=== block 1 ===
Fig. 1: block 1, clock network drawn from the DEF
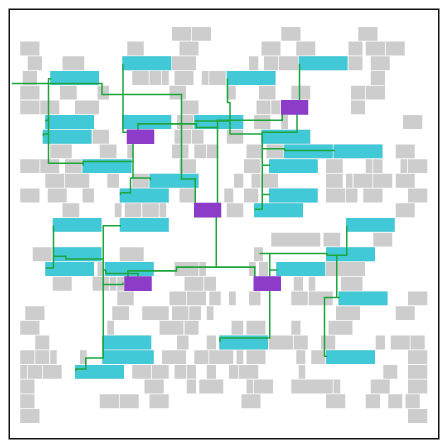

--- config.mk ---
export PLATFORM = sky130hd
export DESIGN_NAME = fifo_ctrl_flat
export DESIGN_NICKNAME = d
export VERILOG_FILES = /design/src/rtl/fifo_pkg.sv /design/src/rtl/fifo_if.sv /design/src/rtl/fifo_ptr.sv /design/src/rtl/fifo_ctrl.sv /design/src/flat_wrapper.sv
export SDC_FILE = /design/constraint.sdc
export NUM_CORES = 1
export LEC_CHECK = 0
export ABC_CLOCK_PERIOD_IN_PS = 4100
export CELL_PAD_IN_SITES_DETAIL_PLACEMENT = 0
export CELL_PAD_IN_SITES_GLOBAL_PLACEMENT = 1
export CORE_MARGIN = 1.5
export CORE_UTILIZATION = 33
export DETAILED_ROUTE_END_ITERATION = 6
export GPL_TIMING_DRIVEN = 0
export PLACE_DENSITY_LB_ADDON = 0.05
export RECOVER_POWER = 100
export SETUP_SLACK_MARGIN = 0.02
export SLEW_MARGIN = 0
export SYNTH_ARGS = -nofsm -noshare
export SYNTH_HDL_FRONTEND = slang
export SYNTH_HIERARCHICAL = 1
export SYNTH_SLANG_ARGS = --single-unit
export TNS_END_PERCENT = 30
--- constraint.sdc ---
create_clock -name clk -period 4.1 [get_ports clk]
set_clock_uncertainty 0.2 [all_clocks]
set_input_delay 0.615 -clock clk [delete_from_list [all_inputs] [get_ports clk]]
set_output_delay 0.615 -clock clk [all_outputs]
set_load 0.03 [all_outputs]
--- src/rtl/fifo_pkg.sv ---
// ---------------------------------------------------------------------------
// fifo_pkg
// Shared definitions for the FIFO controller slice.
//   FIFO_DATA_WIDTH / FIFO_ADDR_WIDTH : default payload and RAM address widths
//   fifo_state_e                     : occupancy state (EMPTY / PARTIAL / FULL)
// ---------------------------------------------------------------------------
package fifo_pkg;

  localparam int FIFO_DATA_WIDTH = 8;
  localparam int FIFO_ADDR_WIDTH = 8;

  typedef enum logic [1:0] {
    ST_EMPTY   = 2'd0,
    ST_PARTIAL = 2'd1,
    ST_FULL    = 2'd2
  } fifo_state_e;

endpackage

--- src/rtl/fifo_if.sv ---
// ---------------------------------------------------------------------------
// fifo_if
// Producer/consumer handshake bundle for the FIFO controller.
//   wr_valid / wr_ready / wr_data : write side, push when valid && ready
//   rd_valid / rd_ready / rd_data : read side, pop when valid && ready
// Modports:
//   master : the user of the FIFO (drives wr_valid, wr_data, rd_ready)
//   slave  : the FIFO controller (drives wr_ready, rd_valid, rd_data)
// ---------------------------------------------------------------------------
interface fifo_if import fifo_pkg::*; #(
  parameter int DATA_WIDTH = FIFO_DATA_WIDTH
) ();

  logic                  wr_valid;
  logic                  wr_ready;
  logic [DATA_WIDTH-1:0] wr_data;
  logic                  rd_valid;
  logic                  rd_ready;
  logic [DATA_WIDTH-1:0] rd_data;

  modport master (
    output wr_valid, wr_data, rd_ready,
    input  wr_ready, rd_valid, rd_data
  );

  modport slave (
    input  wr_valid, wr_data, rd_ready,
    output wr_ready, rd_valid, rd_data
  );

endinterface

--- src/rtl/fifo_ptr.sv ---
// ---------------------------------------------------------------------------
// fifo_ptr
// Wrapping FIFO pointer. The low bits address the RAM and the extra MSB is a
// wrap flag, so equal low bits can be told apart as empty or full.
//   clk   : clock, rising edge
//   rst_n : asynchronous active-low reset, pointer returns to 0
//   en    : advance the pointer by one (modulo 2^PTR_WIDTH)
//   ptr   : current registered pointer value
// ---------------------------------------------------------------------------
module fifo_ptr import fifo_pkg::*; #(
  parameter int PTR_WIDTH = FIFO_ADDR_WIDTH + 1
) (
  input  logic                 clk,
  input  logic                 rst_n,
  input  logic                 en,
  output logic [PTR_WIDTH-1:0] ptr
);

  logic [PTR_WIDTH-1:0] ptr_q;
  logic [PTR_WIDTH-1:0] ptr_d;

  // Natural overflow of the adder gives the modulo-2^PTR_WIDTH wrap.
  always_comb begin
    ptr_d = ptr_q;
    if (en) begin
      ptr_d = ptr_q + PTR_WIDTH'(1);
    end
  end

  always_ff @(posedge clk or negedge rst_n) begin
    if (!rst_n) begin
      ptr_q <= '0;
    end else begin
      ptr_q <= ptr_d;
    end
  end

  assign ptr = ptr_q;

endmodule

--- src/rtl/fifo_ctrl.sv ---
// ---------------------------------------------------------------------------
// fifo_ctrl
// Control logic for a first-word-fall-through FIFO built around an external
// dual-port RAM (one write port, one asynchronous-read port).
//   clk, rst_n   : clock (rising edge), asynchronous active-low reset
//   bus          : fifo_if.slave handshake (wr_* push side, rd_* pop side)
//   count        : number of stored entries, registered
//   almost_full  : registered, count >= AF_LEVEL
//   almost_empty : registered, count <= AE_LEVEL
//   overflow     : sticky, push attempted while full
//   underflow    : sticky, pop attempted while empty
//   clr_err      : synchronous clear of overflow/underflow
//   ram_*_0      : RAM write port (address, chip enable, write enable, data)
//   ram_*_1      : RAM read port (address, chip enable, write enable, data in)
// ---------------------------------------------------------------------------
module fifo_ctrl import fifo_pkg::*; #(
  parameter int DATA_WIDTH = FIFO_DATA_WIDTH,
  parameter int ADDR_WIDTH = FIFO_ADDR_WIDTH,
  parameter int AF_LEVEL   = (1 << ADDR_WIDTH) - 2,
  parameter int AE_LEVEL   = 2
) (
  input  logic                  clk,
  input  logic                  rst_n,
  fifo_if.slave                 bus,
  output logic [ADDR_WIDTH:0]   count,
  output logic                  almost_full,
  output logic                  almost_empty,
  output logic                  overflow,
  output logic                  underflow,
  input  logic                  clr_err,
  output logic [ADDR_WIDTH-1:0] ram_addr_0,
  output logic                  ram_ce_0,
  output logic                  ram_wr_0,
  output logic [DATA_WIDTH-1:0] ram_data_0,
  output logic [ADDR_WIDTH-1:0] ram_addr_1,
  output logic                  ram_ce_1,
  output logic                  ram_wr_1,
  input  logic [DATA_WIDTH-1:0] ram_data_1
);

  localparam int PW = ADDR_WIDTH + 1;
  localparam logic [PW-1:0] DEPTH_C = {1'b1, {ADDR_WIDTH{1'b0}}};
  localparam logic [PW-1:0] AF_C    = PW'(AF_LEVEL);
  localparam logic [PW-1:0] AE_C    = PW'(AE_LEVEL);

  logic [PW-1:0] wr_ptr;
  logic [PW-1:0] rd_ptr;
  logic          empty;
  logic          full;
  logic          push;
  logic          pop;

  logic [PW-1:0] count_q;
  logic [PW-1:0] count_d;
  fifo_state_e   state_q;
  fifo_state_e   state_d;
  logic          almost_full_q;
  logic          almost_full_d;
  logic          almost_empty_q;
  logic          almost_empty_d;
  logic          overflow_q;
  logic          overflow_d;
  logic          underflow_q;
  logic          underflow_d;

  // Empty/full come straight from the registered pointers: equal pointers mean
  // empty, equal addresses with opposite wrap flags mean full.
  assign empty = (wr_ptr == rd_ptr);
  assign full  = (wr_ptr[ADDR_WIDTH-1:0] == rd_ptr[ADDR_WIDTH-1:0]) &&
                 (wr_ptr[ADDR_WIDTH] != rd_ptr[ADDR_WIDTH]);

  assign bus.wr_ready = !full;
  assign bus.rd_valid = !empty;

  // Gating with rst_n keeps the RAM write enable low for the whole time reset
  // is held, even if the producer keeps wr_valid high.
  assign push = rst_n && bus.wr_valid && !full;
  assign pop  = rst_n && bus.rd_ready && !empty;

  fifo_ptr #(.PTR_WIDTH(PW)) u_wr_ptr (
    .clk   (clk),
    .rst_n (rst_n),
    .en    (push),
    .ptr   (wr_ptr)
  );

  fifo_ptr #(.PTR_WIDTH(PW)) u_rd_ptr (
    .clk   (clk),
    .rst_n (rst_n),
    .en    (pop),
    .ptr   (rd_ptr)
  );

  assign ram_addr_0 = wr_ptr[ADDR_WIDTH-1:0];
  assign ram_ce_0   = push;
  assign ram_wr_0   = push;
  assign ram_data_0 = bus.wr_data;

  // The read port is always enabled at the head address, so the oldest entry
  // falls through to rd_data without a request.
  assign ram_addr_1  = rd_ptr[ADDR_WIDTH-1:0];
  assign ram_ce_1    = 1'b1;
  assign ram_wr_1    = 1'b0;
  assign bus.rd_data = ram_data_1;

  // Next-state computation. The occupancy state and both threshold flags are
  // derived from the next count so they line up with count after the edge.
  always_comb begin
    count_d        = count_q;
    state_d        = state_q;
    almost_full_d  = almost_full_q;
    almost_empty_d = almost_empty_q;
    overflow_d     = overflow_q;
    underflow_d    = underflow_q;

    case ({push, pop})
      2'b10:   count_d = count_q + PW'(1);
      2'b01:   count_d = count_q - PW'(1);
      default: count_d = count_q;
    endcase

    if (push != pop) begin
      if (count_d == '0) begin
        state_d = ST_EMPTY;
      end else if (count_d == DEPTH_C) begin
        state_d = ST_FULL;
      end else begin
        state_d = ST_PARTIAL;
      end
    end

    almost_full_d  = (count_d >= AF_C);
    almost_empty_d = (count_d <= AE_C);

    // A new error in the same cycle as clr_err wins over the clear.
    if (clr_err) begin
      overflow_d  = 1'b0;
      underflow_d = 1'b0;
    end
    if (bus.wr_valid && full) begin
      overflow_d = 1'b1;
    end
    if (bus.rd_ready && empty) begin
      underflow_d = 1'b1;
    end
  end

  always_ff @(posedge clk or negedge rst_n) begin
    if (!rst_n) begin
      count_q        <= '0;
      state_q        <= ST_EMPTY;
      almost_full_q  <= 1'b0;
      almost_empty_q <= 1'b1;
      overflow_q     <= 1'b0;
      underflow_q    <= 1'b0;
    end else begin
      count_q        <= count_d;
      state_q        <= state_d;
      almost_full_q  <= almost_full_d;
      almost_empty_q <= almost_empty_d;
      overflow_q     <= overflow_d;
      underflow_q    <= underflow_d;
    end
  end

  assign count        = count_q;
  assign almost_full  = almost_full_q;
  assign almost_empty = almost_empty_q;
  assign overflow     = overflow_q;
  assign underflow    = underflow_q;

  // The occupancy state register must always agree with the pointer compare.
  state_matches_ptrs_a: assert property (@(posedge clk) disable iff (!rst_n)
    ((state_q == ST_EMPTY) == empty) && ((state_q == ST_FULL) == full));

endmodule

--- src/flat_wrapper.sv ---
// flat-port wrapper written by rule: the top's interface ports become plain ports
module fifo_ctrl_flat import fifo_pkg::*;
#(
  parameter int DATA_WIDTH = FIFO_DATA_WIDTH,
  parameter int ADDR_WIDTH = FIFO_ADDR_WIDTH,
  parameter int AF_LEVEL   = (1 << ADDR_WIDTH) - 2,
  parameter int AE_LEVEL   = 2
)
  (clk, rst_n, count, almost_full, almost_empty, overflow, underflow, clr_err, ram_addr_0, ram_ce_0, ram_wr_0, ram_data_0, ram_addr_1, ram_ce_1, ram_wr_1, ram_data_1, bus_wr_valid, bus_wr_data, bus_rd_ready, bus_wr_ready, bus_rd_valid, bus_rd_data);
  fifo_if #(.DATA_WIDTH(DATA_WIDTH)) bus_i ();
  input  logic clk;
  input  logic rst_n;
  output logic [ADDR_WIDTH:0] count;
  output logic almost_full;
  output logic almost_empty;
  output logic overflow;
  output logic underflow;
  input  logic clr_err;
  output logic [ADDR_WIDTH-1:0] ram_addr_0;
  output logic ram_ce_0;
  output logic ram_wr_0;
  output logic [DATA_WIDTH-1:0] ram_data_0;
  output logic [ADDR_WIDTH-1:0] ram_addr_1;
  output logic ram_ce_1;
  output logic ram_wr_1;
  input  logic [DATA_WIDTH-1:0] ram_data_1;
  input wire logic [$bits(bus_i.wr_valid)-1:0] bus_wr_valid;
  input wire logic [$bits(bus_i.wr_data)-1:0] bus_wr_data;
  input wire logic [$bits(bus_i.rd_ready)-1:0] bus_rd_ready;
  output wire logic [$bits(bus_i.wr_ready)-1:0] bus_wr_ready;
  output wire logic [$bits(bus_i.rd_valid)-1:0] bus_rd_valid;
  output wire logic [$bits(bus_i.rd_data)-1:0] bus_rd_data;
  assign bus_i.wr_valid = bus_wr_valid;
  assign bus_i.wr_data = bus_wr_data;
  assign bus_i.rd_ready = bus_rd_ready;
  assign bus_wr_ready = bus_i.wr_ready;
  assign bus_rd_valid = bus_i.rd_valid;
  assign bus_rd_data = bus_i.rd_data;
  fifo_ctrl #(.DATA_WIDTH(DATA_WIDTH), .ADDR_WIDTH(ADDR_WIDTH), .AF_LEVEL(AF_LEVEL), .AE_LEVEL(AE_LEVEL)) u_core (.clk(clk), .rst_n(rst_n), .bus(bus_i), .count(count), .almost_full(almost_full), .almost_empty(almost_empty), .overflow(overflow), .underflow(underflow), .clr_err(clr_err), .ram_addr_0(ram_addr_0), .ram_ce_0(ram_ce_0), .ram_wr_0(ram_wr_0), .ram_data_0(ram_data_0), .ram_addr_1(ram_addr_1), .ram_ce_1(ram_ce_1), .ram_wr_1(ram_wr_1), .ram_data_1(ram_data_1));
endmodule
=== block 2 ===
[config.mk]
export PLATFORM = sky130hd
export DESIGN_NAME = fetch_sequencer
export DESIGN_NICKNAME = d
export VERILOG_FILES = /design/src/rtl/fetch_pkg.sv /design/src/rtl/next_pc_calc.sv /design/src/rtl/fetch_sequencer.sv
export SDC_FILE = /design/constraint.sdc
export NUM_CORES = 1
export LEC_CHECK = 0
export CAP_MARGIN = 20
export CORE_MARGIN = 2
export CORE_UTILIZATION = 46
export DETAILED_ROUTE_END_ITERATION = 8
export HOLD_SLACK_MARGIN = 0.1
export PLACE_DENSITY = 0.83
export SYNTH_ARGS = -nofsm -noshare
export SYNTH_HDL_FRONTEND = slang
export SYNTH_SLANG_ARGS = --single-unit
[constraint.sdc]
create_clock -name clk -period 3.97 [get_ports clk]
set_input_delay 0.794 -clock clk [delete_from_list [all_inputs] [get_ports clk]]
set_output_delay 0.794 -clock clk [all_outputs]
set_load 0.005 [all_outputs]
[src/rtl/fetch_pkg.sv]
// fetch_pkg: shared types and constants for the instruction-fetch stage.
//   state_t      - fetch FSM states
//   OPCODE_*     - opcode field bounds within the instruction word
//   IMM_MSB      - top bit of the 16-bit branch immediate
//   JIDX_MSB     - top bit of the 26-bit jump index
//   PC_W         - program-counter width
//   ALIGN_MASK   - low PC bits that must be zero for a legal fetch address
package fetch_pkg;

  typedef enum logic [1:0] {
    S_REQ   = 2'd0,
    S_ISSUE = 2'd1,
    S_FAULT = 2'd2,
    S_RETRY = 2'd3
  } state_t;

  localparam int unsigned OPCODE_MSB = 31;
  localparam int unsigned OPCODE_LSB = 26;
  localparam int unsigned IMM_MSB    = 15;
  localparam int unsigned JIDX_MSB   = 25;
  localparam int unsigned PC_W       = 32;

  localparam logic [1:0]  ALIGN_MASK = 2'b11;

endpackage

[src/rtl/next_pc_calc.sv]
// next_pc_calc: purely combinational next-PC selection for the fetch stage.
// Ports:
//   i_pc_plus4                  address of the held instruction + 4
//   i_instr_low                 instruction bits [25:0] (jump index / immediate)
//   i_mux_j_type_addr_to_read   0 selects the JR register target (highest priority)
//   i_mux_branch_jump           0 selects the J/JAL pseudo-direct target
//   i_branch, i_branch_taken    conditional branch taken when both are 1
//   i_jr_target                 register value for JR
//   o_next_pc                   selected next PC (modulo 2^32)
//   o_misaligned                next PC has a nonzero low bit
module next_pc_calc
  import fetch_pkg::*;
(
  input  logic [PC_W-1:0]   i_pc_plus4,
  input  logic [JIDX_MSB:0] i_instr_low,
  input  logic              i_mux_j_type_addr_to_read,
  input  logic              i_mux_branch_jump,
  input  logic              i_branch,
  input  logic              i_branch_taken,
  input  logic [PC_W-1:0]   i_jr_target,
  output logic [PC_W-1:0]   o_next_pc,
  output logic              o_misaligned
);

  logic [PC_W-1:0] w_jump_target;
  logic [PC_W-1:0] w_branch_offset;
  logic [PC_W-1:0] w_branch_target;

  assign w_jump_target   = {i_pc_plus4[PC_W-1:PC_W-4], i_instr_low, 2'b00};
  assign w_branch_offset = {{(PC_W-IMM_MSB-3){i_instr_low[IMM_MSB]}},
                            i_instr_low[IMM_MSB:0], 2'b00};
  assign w_branch_target = i_pc_plus4 + w_branch_offset;

  always_comb begin
    o_next_pc = i_pc_plus4;
    if (!i_mux_j_type_addr_to_read) begin
      o_next_pc = i_jr_target;
    end else if (!i_mux_branch_jump) begin
      o_next_pc = w_jump_target;
    end else if (i_branch && i_branch_taken) begin
      o_next_pc = w_branch_target;
    end
  end

  assign o_misaligned = |(o_next_pc[1:0] & ALIGN_MASK);

endmodule

[src/rtl/fetch_sequencer.sv]
// fetch_sequencer: non-pipelined instruction-fetch stage feeding the control
// decoder. Fetches one instruction, holds it until the core resolves it, then
// computes the next PC and fetches again. A misaligned next PC parks the
// stage in a sticky fault state until reset.
//
// Optional feature (macro FETCH_TIMEOUT_EN): after IMEM_TIMEOUT request cycles
// with no imem_ack, drop imem_req for one cycle (pulsing imem_timeout) and
// re-request the same address. Without the macro the request waits forever
// and imem_timeout is tied low.
//
// Ports:
//   clk, nrst                 clock; synchronous active-low reset
//   imem_req/imem_addr        fetch request and address (= pc)
//   imem_ack/imem_rdata       memory response, sampled only while requesting
//   instr/opcode/pc/pc_plus4  held instruction and its address
//   instr_valid               held instruction valid for the core
//   resolve_valid + selects   core resolution of the held instruction
//   jr_target                 register target for JR
//   misalign_err              sticky misaligned-target fault
//   imem_timeout              one-cycle retry pulse
module fetch_sequencer
  import fetch_pkg::*;
#(
  parameter logic [31:0] RESET_PC     = 32'h0000_0000,
  parameter int unsigned IMEM_TIMEOUT = 16
) (
  input  logic        clk,
  input  logic        nrst,
  output logic        imem_req,
  output logic [31:0] imem_addr,
  input  logic        imem_ack,
  input  logic [31:0] imem_rdata,
  output logic [31:0] instr,
  output logic [5:0]  opcode,
  output logic [31:0] pc,
  output logic [31:0] pc_plus4,
  output logic        instr_valid,
  input  logic        resolve_valid,
  input  logic        branch,
  input  logic        branch_taken,
  input  logic        mux_branch_jump,
  input  logic        mux_j_type_addr_to_read,
  input  logic [31:0] jr_target,
  output logic        misalign_err,
  output logic        imem_timeout
);

  if (IMEM_TIMEOUT == 0) begin : g_bad_timeout
    $error("IMEM_TIMEOUT must be at least 1");
  end

  state_t          r_state;
  state_t          w_state_nxt;
  logic [PC_W-1:0] r_pc;
  logic [31:0]     r_instr;
  logic [PC_W-1:0] w_pc_plus4;
  logic [PC_W-1:0] w_next_pc;
  logic            w_misaligned;
  logic            w_take_ack;
  logic            w_resolve;

  assign w_pc_plus4 = r_pc + 32'd4;
  assign w_take_ack = (r_state == S_REQ) && imem_ack;
  assign w_resolve  = (r_state == S_ISSUE) && resolve_valid;

  next_pc_calc u_next_pc_calc (
    .i_pc_plus4                (w_pc_plus4),
    .i_instr_low               (r_instr[JIDX_MSB:0]),
    .i_mux_j_type_addr_to_read (mux_j_type_addr_to_read),
    .i_mux_branch_jump         (mux_branch_jump),
    .i_branch                  (branch),
    .i_branch_taken            (branch_taken),
    .i_jr_target               (jr_target),
    .o_next_pc                 (w_next_pc),
    .o_misaligned              (w_misaligned)
  );

`ifdef FETCH_TIMEOUT_EN
  logic [31:0] r_tmo_cnt;
  logic        w_tmo_hit;

  // The Nth consecutive un-acked request cycle is the last one before retry.
  assign w_tmo_hit = (r_state == S_REQ) && !imem_ack &&
                     (r_tmo_cnt == 32'(IMEM_TIMEOUT - 1));

  always_ff @(posedge clk) begin
    if (!nrst) begin
      r_tmo_cnt <= '0;
    end else if (r_state == S_REQ) begin
      if (imem_ack || w_tmo_hit) begin
        r_tmo_cnt <= '0;
      end else begin
        r_tmo_cnt <= r_tmo_cnt + 32'd1;
      end
    end
  end
`endif

  always_ff @(posedge clk) begin
    if (!nrst) begin
      r_state <= S_REQ;
    end else begin
      r_state <= w_state_nxt;
    end
  end

  always_comb begin
    w_state_nxt = r_state;
    case (r_state)
      S_REQ: begin
        if (imem_ack) begin
          w_state_nxt = S_ISSUE;
`ifdef FETCH_TIMEOUT_EN
        end else if (w_tmo_hit) begin
          w_state_nxt = S_RETRY;
`endif
        end
      end
      S_ISSUE: begin
        if (resolve_valid) begin
          w_state_nxt = w_misaligned ? S_FAULT : S_REQ;
        end
      end
      S_FAULT: w_state_nxt = S_FAULT;
      S_RETRY: w_state_nxt = S_REQ;
      default: w_state_nxt = S_REQ;
    endcase
  end

  always_ff @(posedge clk) begin
    if (!nrst) begin
      r_pc    <= RESET_PC;
      r_instr <= '0;
    end else begin
      if (w_take_ack) begin
        r_instr <= imem_rdata;
      end
      // The faulting target is still loaded so it stays visible on pc.
      if (w_resolve) begin
        r_pc <= w_next_pc;
      end
    end
  end

  // The state register already reads S_REQ during reset; gating with nrst
  // keeps the request low until the first cycle out of reset.
  assign imem_req     = nrst && (r_state == S_REQ);
  assign imem_addr    = r_pc;
  assign instr        = r_instr;
  assign opcode       = r_instr[OPCODE_MSB:OPCODE_LSB];
  assign pc           = r_pc;
  assign pc_plus4     = w_pc_plus4;
  assign instr_valid  = (r_state == S_ISSUE);
  assign misalign_err = (r_state == S_FAULT);
  assign imem_timeout = (r_state == S_RETRY);

endmodule

=== block 3 ===
## config.mk

```make
export PLATFORM = sky130hd
export DESIGN_NAME = stream_argmax_unit_flat
export DESIGN_NICKNAME = d
export VERILOG_FILES = /design/src/rtl/stream_argmax_unit_if.sv /design/src/rtl/stream_argmax_unit.sv /design/src/flat_wrapper.sv
export SDC_FILE = /design/constraint.sdc
export NUM_CORES = 1
export LEC_CHECK = 0
export CORE_MARGIN = 2
export CORE_UTILIZATION = 55
export CTS_BUF_LIST = sky130_fd_sc_hd__clkbuf_8
export DETAILED_ROUTE_END_ITERATION = 8
export PLACE_DENSITY = 0.86
export SLEW_MARGIN = 20
export SYNTH_ARGS = -nofsm -noshare
export SYNTH_HDL_FRONTEND = slang
export SYNTH_SLANG_ARGS = --single-unit
```

## constraint.sdc

```tcl
create_clock -name clk -period 3.9 [get_ports clk]
set_clock_uncertainty 0.05 [all_clocks]
set_input_delay 0.39 -clock clk [delete_from_list [all_inputs] [get_ports clk]]
set_output_delay 0.39 -clock clk [all_outputs]
set_load 0.005 [all_outputs]
```

## src/rtl/stream_argmax_unit_if.sv

```systemverilog
// stream_argmax_unit_if
//   Bundles the score stream and the result handshake of stream_argmax_unit.
//   Optional macro ARGMAX_RUNNER_UP_EN adds res_second / res_second_vld.
//
//   Score stream : in_valid, in_ready, in_data[DATA_W], in_last
//   Result       : res_valid, res_ready, res_max[DATA_W], res_idx[IDX_W],
//                  res_count[IDX_W+1], res_ovf
//                  (+ res_second[DATA_W], res_second_vld when enabled)
//
//   modport slave  : the argmax unit (consumes scores, produces the result)
//   modport master : the upstream producer / result consumer
interface stream_argmax_unit_if #(
  parameter int DATA_W = 32,
  parameter int IDX_W  = 8
);
  logic              in_valid;
  logic              in_ready;
  logic [DATA_W-1:0] in_data;
  logic              in_last;
  logic              res_valid;
  logic              res_ready;
  logic [DATA_W-1:0] res_max;
  logic [IDX_W-1:0]  res_idx;
  logic [IDX_W:0]    res_count;
  logic              res_ovf;
`ifdef ARGMAX_RUNNER_UP_EN
  logic [DATA_W-1:0] res_second;
  logic              res_second_vld;

  modport slave (
    input  in_valid, in_data, in_last, res_ready,
    output in_ready, res_valid, res_max, res_idx, res_count, res_ovf,
           res_second, res_second_vld
  );
  modport master (
    output in_valid, in_data, in_last, res_ready,
    input  in_ready, res_valid, res_max, res_idx, res_count, res_ovf,
           res_second, res_second_vld
  );
`else
  modport slave (
    input  in_valid, in_data, in_last, res_ready,
    output in_ready, res_valid, res_max, res_idx, res_count, res_ovf
  );
  modport master (
    output in_valid, in_data, in_last, res_ready,
    input  in_ready, res_valid, res_max, res_idx, res_count, res_ovf
  );
`endif
endinterface

```

## src/rtl/stream_argmax_unit.sv

```systemverilog
// stream_argmax_unit
//   Streaming argmax over a framed vector of scores (e.g. ELM output layer).
//   One score per accepted beat; when the in_last beat is accepted the unit
//   holds the winning score, its zero-based index, the element count and an
//   overflow flag until the result is taken. Ties keep the earliest index.
//   Optional macro ARGMAX_RUNNER_UP_EN adds second-largest score tracking.
//
//   Ports:
//     clk  : rising-edge clock
//     rst  : synchronous, active-high reset
//     bus  : stream_argmax_unit_if.slave (score stream + result handshake)
//
//   Parameters:
//     DATA_W : score width
//     IDX_W  : index width; frames hold up to 2^IDX_W indexed elements
//     SIGNED : 0 = unsigned compare, 1 = two's-complement compare
module stream_argmax_unit #(
  parameter int DATA_W = 32,
  parameter int IDX_W  = 8,
  parameter int SIGNED = 0
) (
  input logic                   clk,
  input logic                   rst,
  stream_argmax_unit_if.slave   bus
);

  typedef enum logic [1:0] {IDLE, ACCUM, HOLD} state_t;

  localparam logic [IDX_W:0] CNT_MAX = {1'b1, {IDX_W{1'b0}}};
  localparam logic [IDX_W:0] CNT_TWO = (IDX_W+1)'(2);

  state_t            state_q;
  logic [DATA_W-1:0] best_val_q, best_val_d;
  logic [IDX_W-1:0]  best_idx_q, best_idx_d;
  logic [IDX_W:0]    count_q,    count_d;
  logic              ovf_q,      ovf_d;
`ifdef ARGMAX_RUNNER_UP_EN
  logic [DATA_W-1:0] second_q,   second_d;
`endif

  logic accept;
  logic at_cap;
  logic displace;

  // Strict greater-than in the configured number system.
  function automatic logic score_gt(input logic [DATA_W-1:0] a,
                                    input logic [DATA_W-1:0] b);
    logic signed [DATA_W-1:0] a_s;
    logic signed [DATA_W-1:0] b_s;
    a_s = a;
    b_s = b;
    if (SIGNED != 0) return a_s > b_s;
    else             return a > b;
  endfunction

  // Element counter saturates at 2^IDX_W.
  function automatic logic [IDX_W:0] count_sat_inc(input logic [IDX_W:0] c);
    if (c == CNT_MAX) return c;
    else              return c + (IDX_W+1)'(1);
  endfunction

  assign accept   = bus.in_valid && bus.in_ready;
  assign at_cap   = (count_q == CNT_MAX);
  assign displace = score_gt(bus.in_data, best_val_q);

  // Candidate update for a beat accepted in ACCUM.
  always_comb begin
    best_val_d = best_val_q;
    best_idx_d = best_idx_q;
    count_d    = count_sat_inc(count_q);
    ovf_d      = ovf_q | at_cap;
    if (displace) begin
      best_val_d = bus.in_data;
      // Beyond 2^IDX_W elements the index is not representable: keep the
      // last indexable winner, but still let the value win.
      if (!at_cap) best_idx_d = count_q[IDX_W-1:0];
    end
`ifdef ARGMAX_RUNNER_UP_EN
    second_d = second_q;
    if (displace)
      second_d = best_val_q;
    else if ((count_q < CNT_TWO) || score_gt(bus.in_data, second_q))
      second_d = bus.in_data;   // also catches ties with best
`endif
  end

  always_ff @(posedge clk) begin
    if (rst) begin
      state_q    <= IDLE;
      best_val_q <= '0;
      best_idx_q <= '0;
      count_q    <= '0;
      ovf_q      <= 1'b0;
`ifdef ARGMAX_RUNNER_UP_EN
      second_q   <= '0;
`endif
    end else begin
      case (state_q)
        IDLE: begin
          if (accept) begin
            best_val_q <= bus.in_data;
            best_idx_q <= '0;
            count_q    <= (IDX_W+1)'(1);
            ovf_q      <= 1'b0;
`ifdef ARGMAX_RUNNER_UP_EN
            second_q   <= '0;
`endif
            state_q    <= bus.in_last ? HOLD : ACCUM;
          end
        end
        ACCUM: begin
          if (accept) begin
            best_val_q <= best_val_d;
            best_idx_q <= best_idx_d;
            count_q    <= count_d;
            ovf_q      <= ovf_d;
`ifdef ARGMAX_RUNNER_UP_EN
            second_q   <= second_d;
`endif
            if (bus.in_last) state_q <= HOLD;
          end
        end
        HOLD: begin
          // No same-cycle restart: the next frame starts from IDLE.
          if (bus.res_ready) begin
            state_q <= IDLE;
            ovf_q   <= 1'b0;
          end
        end
        default: state_q <= IDLE;
      endcase
    end
  end

  assign bus.in_ready  = !rst && (state_q != HOLD);
  assign bus.res_valid = (state_q == HOLD);
  assign bus.res_max   = best_val_q;
  assign bus.res_idx   = best_idx_q;
  assign bus.res_count = count_q;
  assign bus.res_ovf   = ovf_q;
`ifdef ARGMAX_RUNNER_UP_EN
  assign bus.res_second     = second_q;
  assign bus.res_second_vld = (count_q >= CNT_TWO);
`endif

endmodule

```

## src/flat_wrapper.sv

```systemverilog
// flat-port wrapper written by rule: the top's interface ports become plain ports
module stream_argmax_unit_flat 
#(
  parameter int DATA_W = 32,
  parameter int IDX_W  = 8,
  parameter int SIGNED = 0
)
  (clk, rst, bus_in_valid, bus_in_data, bus_in_last, bus_res_ready, bus_in_ready, bus_res_valid, bus_res_max, bus_res_idx, bus_res_count, bus_res_ovf);
  stream_argmax_unit_if #(.DATA_W(DATA_W), .IDX_W(IDX_W)) bus_i ();
  input logic clk;
  input logic rst;
  input wire logic [$bits(bus_i.in_valid)-1:0] bus_in_valid;
  input wire logic [$bits(bus_i.in_data)-1:0] bus_in_data;
  input wire logic [$bits(bus_i.in_last)-1:0] bus_in_last;
  input wire logic [$bits(bus_i.res_ready)-1:0] bus_res_ready;
  output wire logic [$bits(bus_i.in_ready)-1:0] bus_in_ready;
  output wire logic [$bits(bus_i.res_valid)-1:0] bus_res_valid;
  output wire logic [$bits(bus_i.res_max)-1:0] bus_res_max;
  output wire logic [$bits(bus_i.res_idx)-1:0] bus_res_idx;
  output wire logic [$bits(bus_i.res_count)-1:0] bus_res_count;
  output wire logic [$bits(bus_i.res_ovf)-1:0] bus_res_ovf;
  assign bus_i.in_valid = bus_in_valid;
  assign bus_i.in_data = bus_in_data;
  assign bus_i.in_last = bus_in_last;
  assign bus_i.res_ready = bus_res_ready;
  assign bus_in_ready = bus_i.in_ready;
  assign bus_res_valid = bus_i.res_valid;
  assign bus_res_max = bus_i.res_max;
  assign bus_res_idx = bus_i.res_idx;
  assign bus_res_count = bus_i.res_count;
  assign bus_res_ovf = bus_i.res_ovf;
  stream_argmax_unit #(.DATA_W(DATA_W), .IDX_W(IDX_W), .SIGNED(SIGNED)) u_core (.clk(clk), .rst(rst), .bus(bus_i));
endmodule
```

Fig. 2: block 1, placed standard cells
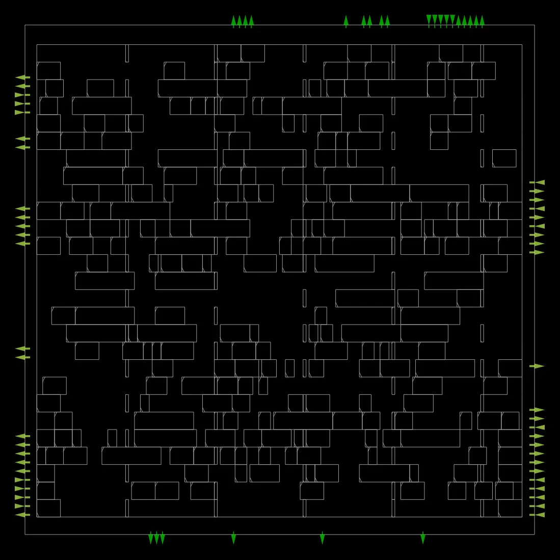
number of inserted filler cells in the final layout: 546
core occupancy in the finished layout: 0.471
Cell Count, Final, Fillers Out: 309
Row Count: 27

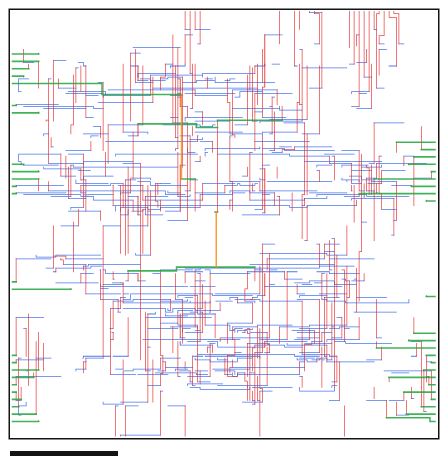
Fig. 3. Signal wires by layer (block 1).
Scale bar: 20 um.
[green] M3 | wire length: 265 um
[red] M2 | wire length: 1,960 um
[blue] M1 | wire length: 2,120 um
[orange] M4 | wire length: 25.8 um
overall fraction of global-route tracks in use: 0.148
via count: 1,494
aggregate routed wire length: 4370 um
final routed wire length divided by cell count: 14.1 um

About Fig. 1:
[purple] clock-net drivers | count: 5
[cyan] flip-flops | count: 31
[green] clock wires | length: 432 um
flops lie: all over the die

==> job_summary.md, block 1 <==
### Yosys + OpenROAD results

| Metric | Value |
|---|---|
| Outcome | finished clean |
| Portion of the clock cycle consumed by the worst path in the final layout | 0.928 |
| Clock tree from TritonCTS | yes |
| Inverter count of the layout excluding clock inverters | 8 |
| Core Density at Floorplan | 0.346 |
| Cell taking the most area after synthesis | sky130_fd_sc_hd__dfrtp_1 |
| Number of inserted diodes | 0 |
| Crit path largest cell delay | 470 ps |
| Sum of routed wire segments on met1 | 2120 um |
| Worst Max-Slew Pin Slew | 726 ps |
| Count of clock buffers in the final design | 7 |
| Max Slew Vio Count | 0 |
| Fraction of final layout cells sized beyond drive strength 1 | 0.169 |
| Buffering overhead | 0.257 |
| Number of well taps | 72 |
| GR Overflow Total | 0 |
| Area fraction in full adders, half adders and majority gates | 0.0757 |
| P_leak | 0.00120 uW |
| Number of logic stages on the critical path including buffering | 13 |
| Sequential cell count of the final layout | 31 |
| Number of nets in the final layout | 268 |
| Via count of the first global-routing pass | 1,473 |
| RSZ-0062 raised after global routing | no |
| Final critical-path required period | 3810 ps |
| Clock transition at the register clock pins on the worst setup and hold paths after CTS | 60 ps |
| Buffers inserted during post-CTS setup optimization | 0 |
| Proportion of cell area occupied by registers | 0.298 |
| Iteration count of the initial detailed-routing pass | 4 |
| Post-placement worst setup slack | -169 ps |
| Buffers and inverters on the worst path | 0 |
| Register area | 777 sq um |
| Antenna violations before repair | 0 |
| Yosys top cell by instances | sky130_fd_sc_hd__dfrtp_1 |
| DRC Markers | 0 |
| GR Util met1 | 0.207 |
| FFs w/ async S/R, synth | 1.00 |
| First-pass GRT wire length | 7170 um |
| Area share of the largest cell type after synthesis | 0.392 |
| Floorplan die area | 6280 sq um |
| Post-Syn Instances | 176 |
| Worst Path Required | 4120 ps |
| Syn Nets | 208 |
| Final instance area | 2610 sq um |
| Clock Tree Root | sky130_fd_sc_hd__clkbuf_8 |
==> block 1: through the flow <==
step / hold slack, ps / TNS [ps] / utilization / instances
2_1_floorplan: 119 / 0 / - / 176
3_3_place_gp: 275 / -7220 / 0.458 / 301
3_5_place_dp: 299 / -377 / 0.457 / 301
4_1_cts: 214 / 0 / 0.472 / 309
5_1_grt: 239 / 0 / 0.471 / 309
6_report: 188 / 0 / 0.471 / 309
==> block 1: where the power goes <==
group | switching [uW] | internal, uW
combinational | 608 | 444
clock | 108 | 119
sequential | 144 | 419
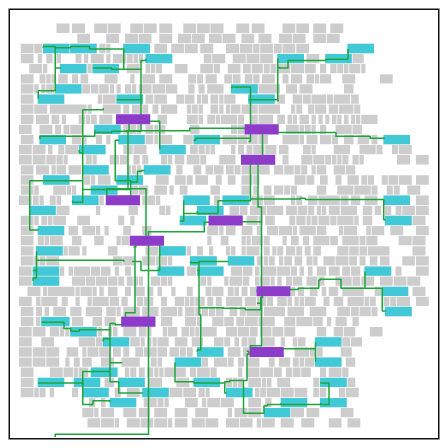
Fig. 4. Clock network drawn from the DEF (block 2).
[green] clock wires | length: 1,100 um
[purple] clock-net drivers | count: 9
[cyan] flip-flops | count: 66
flops lie: all over the die
routed clock nets: 10

==> job_summary.md, block 2 <==
### Yosys + OpenROAD results

| Metric | Value |
|---|---|
| Kind of start point of the critical path | register |
| Area fraction in full adders, half adders and majority gates | 0.0829 |
| Clock Tree Root | sky130_fd_sc_hd__clkbuf_16 |
| Register area | 1320 sq um |
| Min-Delay Path Depth | 2 |
| Worst r2r path cells | 13 |
| Final critical-path required period | 3790 ps |
| Fin Clk Skew | 11.4 ps |
| PnR Total Power | 2180 uW |
| DRT antenna net count | 0 |
| Cell taking the most area after synthesis | sky130_fd_sc_hd__dfxtp_1 |
| Number of clock sinks | 66 |
| Final RePlAce weighted congestion | 0.979 |
| First-pass GRT wire length | 32,900 um |
| Cell class ranked first by area | logic gates |
| Synth warn | 0 |
| Number of cells upsized or downsized after cts | 0 |
| Buffers inserted during post-CTS setup optimization | 0 |
| Repair and plain buffers | 245 |
| Final sum of negative setup slack | 0 ps |
| Area share of the largest cell type after synthesis | 0.233 |
| Count of boundary I/O pins | 210 |
| Mux cell area share | 0.0179 |
| Placed wire-length estimate | 15,500 um |
| Detail-routed via count per cell | 6.08 |
| Syn Nets | 898 |
| Via count | 6,777 |
| Overall fraction of global-route tracks in use | 0.315 |
| Outcome | finished clean |
| Fraction of final layout cells sized beyond drive strength 1 | 0.0795 |
| Min-delay worst type | register to register |
| Commonest flop | sky130_fd_sc_hd__dfxtp_1 |
| Final instance area | 8130 sq um |
| Most frequent cell on the critical path | sky130_fd_sc_hd__nand3_1 |
| Post-placement cell area | 7770 sq um |
| Largest fanout on the critical path | 9 |
| Number of inserted filler cells in the final layout | 1,028 |
| Number of logic stages on the critical path including buffering | 13 |
| Total of buffers placed on input and output ports | 209 |
| CORE AREA | 12,000 sq um |
| Number of nets in the final layout | 1,072 |
| Worst Max-Slew Pin Slew | 649 ps |
| Max-cap viol count | 0 |
| Post-placement worst setup slack | 99.9 ps |
| Yosys top cell by instances | sky130_fd_sc_hd__nand2_1 |
| Die Width | 115 um |
| Maximum VDD drop | 0.159 mV |
| Via count of the first global-routing pass | 6,242 |
| P_leak | 0.00322 uW |
| Inverter count of the layout excluding clock inverters | 16 |
==> block 2: registers in the layout (all words and copies together) (netlist names), named ones only <==
| register | cells |
|---|---|
| imem_addr | 32 |
| instr | 32 |
| r_state | 1 |
==> block 2: power breakdown <==
| part | internal, uW | total [uW] | switching [uW] |
|---|---|---|---|
| Clock | 459 | 795 | 335 |
| Combinational | 325 | 634 | 309 |
| Sequential | 701 | 752 | 50.7 |
==> block 2: routing by layer <==
metal,share of wire,GRT usage
met1,0.42,0.423
met2,0.44,0.484
met3,0.11,0.0865
met4,0.026,0.114
met5,0,0
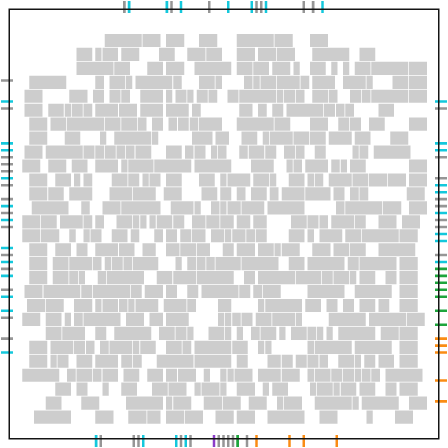
Fig. 5. Pin map (block 3).
Pins as bars across the die edge, other pins in gray.
[purple] bus_in_ready | pins: 1 | direction: output | edge: bottom
[green] bus_res_idx | pins: 8 | direction: output | edge: 7 right, 1 bottom
[cyan] bus_res_max | pins: 32 | direction: output | edge: 12 left, 9 right, 7 top, 4 bottom
[orange] bus_res_count | pins: 9 | direction: output | edge: 5 right, 4 bottom

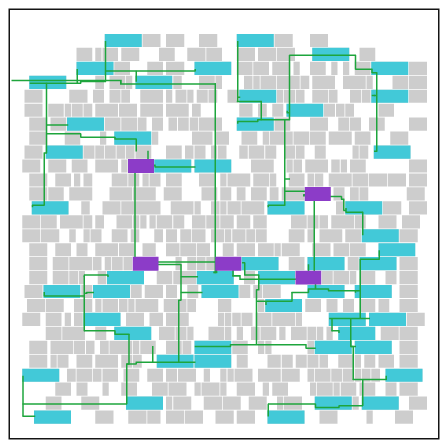
Fig. 6. Clock network drawn from the DEF (block 3).
[cyan] flip-flops | count: 52
[green] clock wires | length: 674 um
[purple] clock-net drivers | count: 5
flops lie: all over the die
routed clock nets: 6

==> job_summary.md, block 3 <==
### Yosys + OpenROAD results

| Metric | Value |
|---|---|
| PnR Total Power | 1490 uW |
| Synthesized area divided by synthesized cell count | 8.37 sq um |
| Outcome | finished clean |
| Aggregate routed wire length | 9470 um |
| Internal power of the cells | 983 uW |
| Commonest flop | sky130_fd_sc_hd__dfxtp_1 |
| First-pass GRT wire length | 15,700 um |
| End of the worst register-to-register path | u_core.bus.res_max[5] |
| Area share of the largest cell type after synthesis | 0.300 |
| Max Slew Vio Count | 0 |
| Synthesis area per yosys | 3470 sq um |
| Area delta synth->final | 30.0% |
| CP startpoint | bus_in_data[27] |
| Maximum VDD drop | 0.230 mV |
| Post-Syn Instances | 415 |
| Clock buf/inv share | 0.0211 |
| Overall fraction of global-route tracks in use | 0.266 |
| Min-Delay Path Depth | 1 |
| Placed wire-length estimate | 6760 um |
| Area of combinational cells with multiple inputs | 2190 sq um |
| Compound-Gate Fraction of Synth Area | 0.260 |
| Post-placement worst setup slack | 552 ps |
| Final setup slack of the worst path | 840 ps |
| Clock buffers created by TritonCTS | 5 |
| Number of nets in the final layout | 565 |
| FFs w/ async S/R, synth | 0 |
| Logic gate fraction of the total cell area | 0.485 |
| Kind of start point of the critical path | input port |
| Inverter count of the layout excluding clock inverters | 39 |
| Synth Cell Area | 3470 sq um |
| Total number of warnings across the stage logs | 27 |
| Clock tree from TritonCTS | yes |
| Final routed wire length divided by cell count | 16.6 um |
| Register area | 1040 sq um |
| Clk network pwr share | 0.227 |
| Proportion of cell area occupied by registers | 0.230 |
| Clock transition at the register clock pins on the worst setup and hold paths after CTS | 110 ps |
| Core Density at Floorplan | 0.576 |
| Flip-flop and latch count after synthesis | 52 |
| Critical path, cell by cell | clkdlybuf4s50_1 -> ha_1 -> nand4_1 -> nor4_1 -> inv_1 -> a31oi_1 -> o21a_1 -> buf_4 -> a211o_1 |
| WS Path Type | input port to register |
| Fraction of the mapped netlist area in simple logic gates | 0.231 |
| Antenna violations before repair | 0 |
| End of the critical path | u_core.bus.res_max[5] |
| Cell class ranked first by area | logic gates |
| Yosys cell count | 415 |
| Buffering overhead | 0.210 |
| Hold Path End | u_core.state_q[0] |
| Via count of the first global-routing pass | 3,401 |
-- block 3: metrics by stage --
step	utilization	std cells
2_1_floorplan	-	415
3_3_place_gp	0.734	562
3_5_place_dp	0.734	562
4_1_cts	0.750	570
5_1_grt	0.750	570
6_report	0.750	570
-- block 3: registers in the layout, indices dropped and copies added, names as in the netlist --
signal and count:
u_core.state_q 2, u_core.bus.res_ovf 1, u_core.bus.res_count 9, u_core.bus.res_max 32, u_core.bus.res_idx 8
-- block 3: per-layer routing --
layer / track usage / wire length [um]
met3: 0.0406 / 659
met5: 0 / 0
met1: 0.347 / 4120
met2: 0.463 / 4560
met4: 0.0674 / 125


## Gallery

Wires at chosen ports, followed through buffers.
Plate I
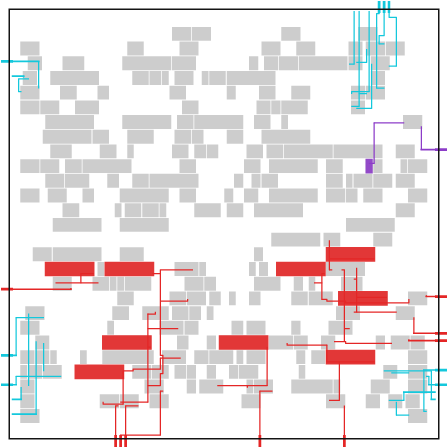
Plate II
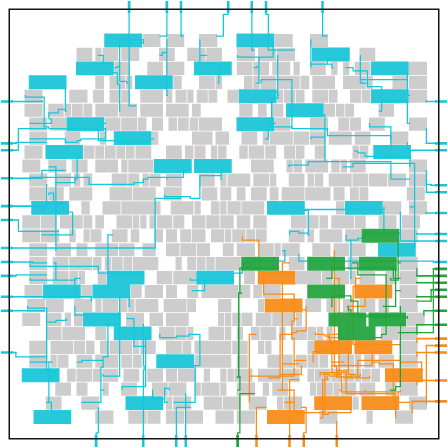
Plate III
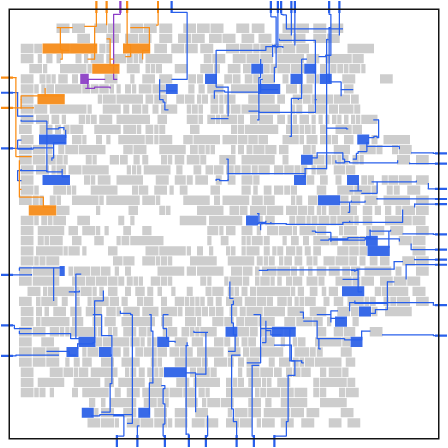
Plate I -> block 1
Plate II -> block 3
Plate III -> block 2

No activity file was given, so power comes from the tool's default toggle rates.
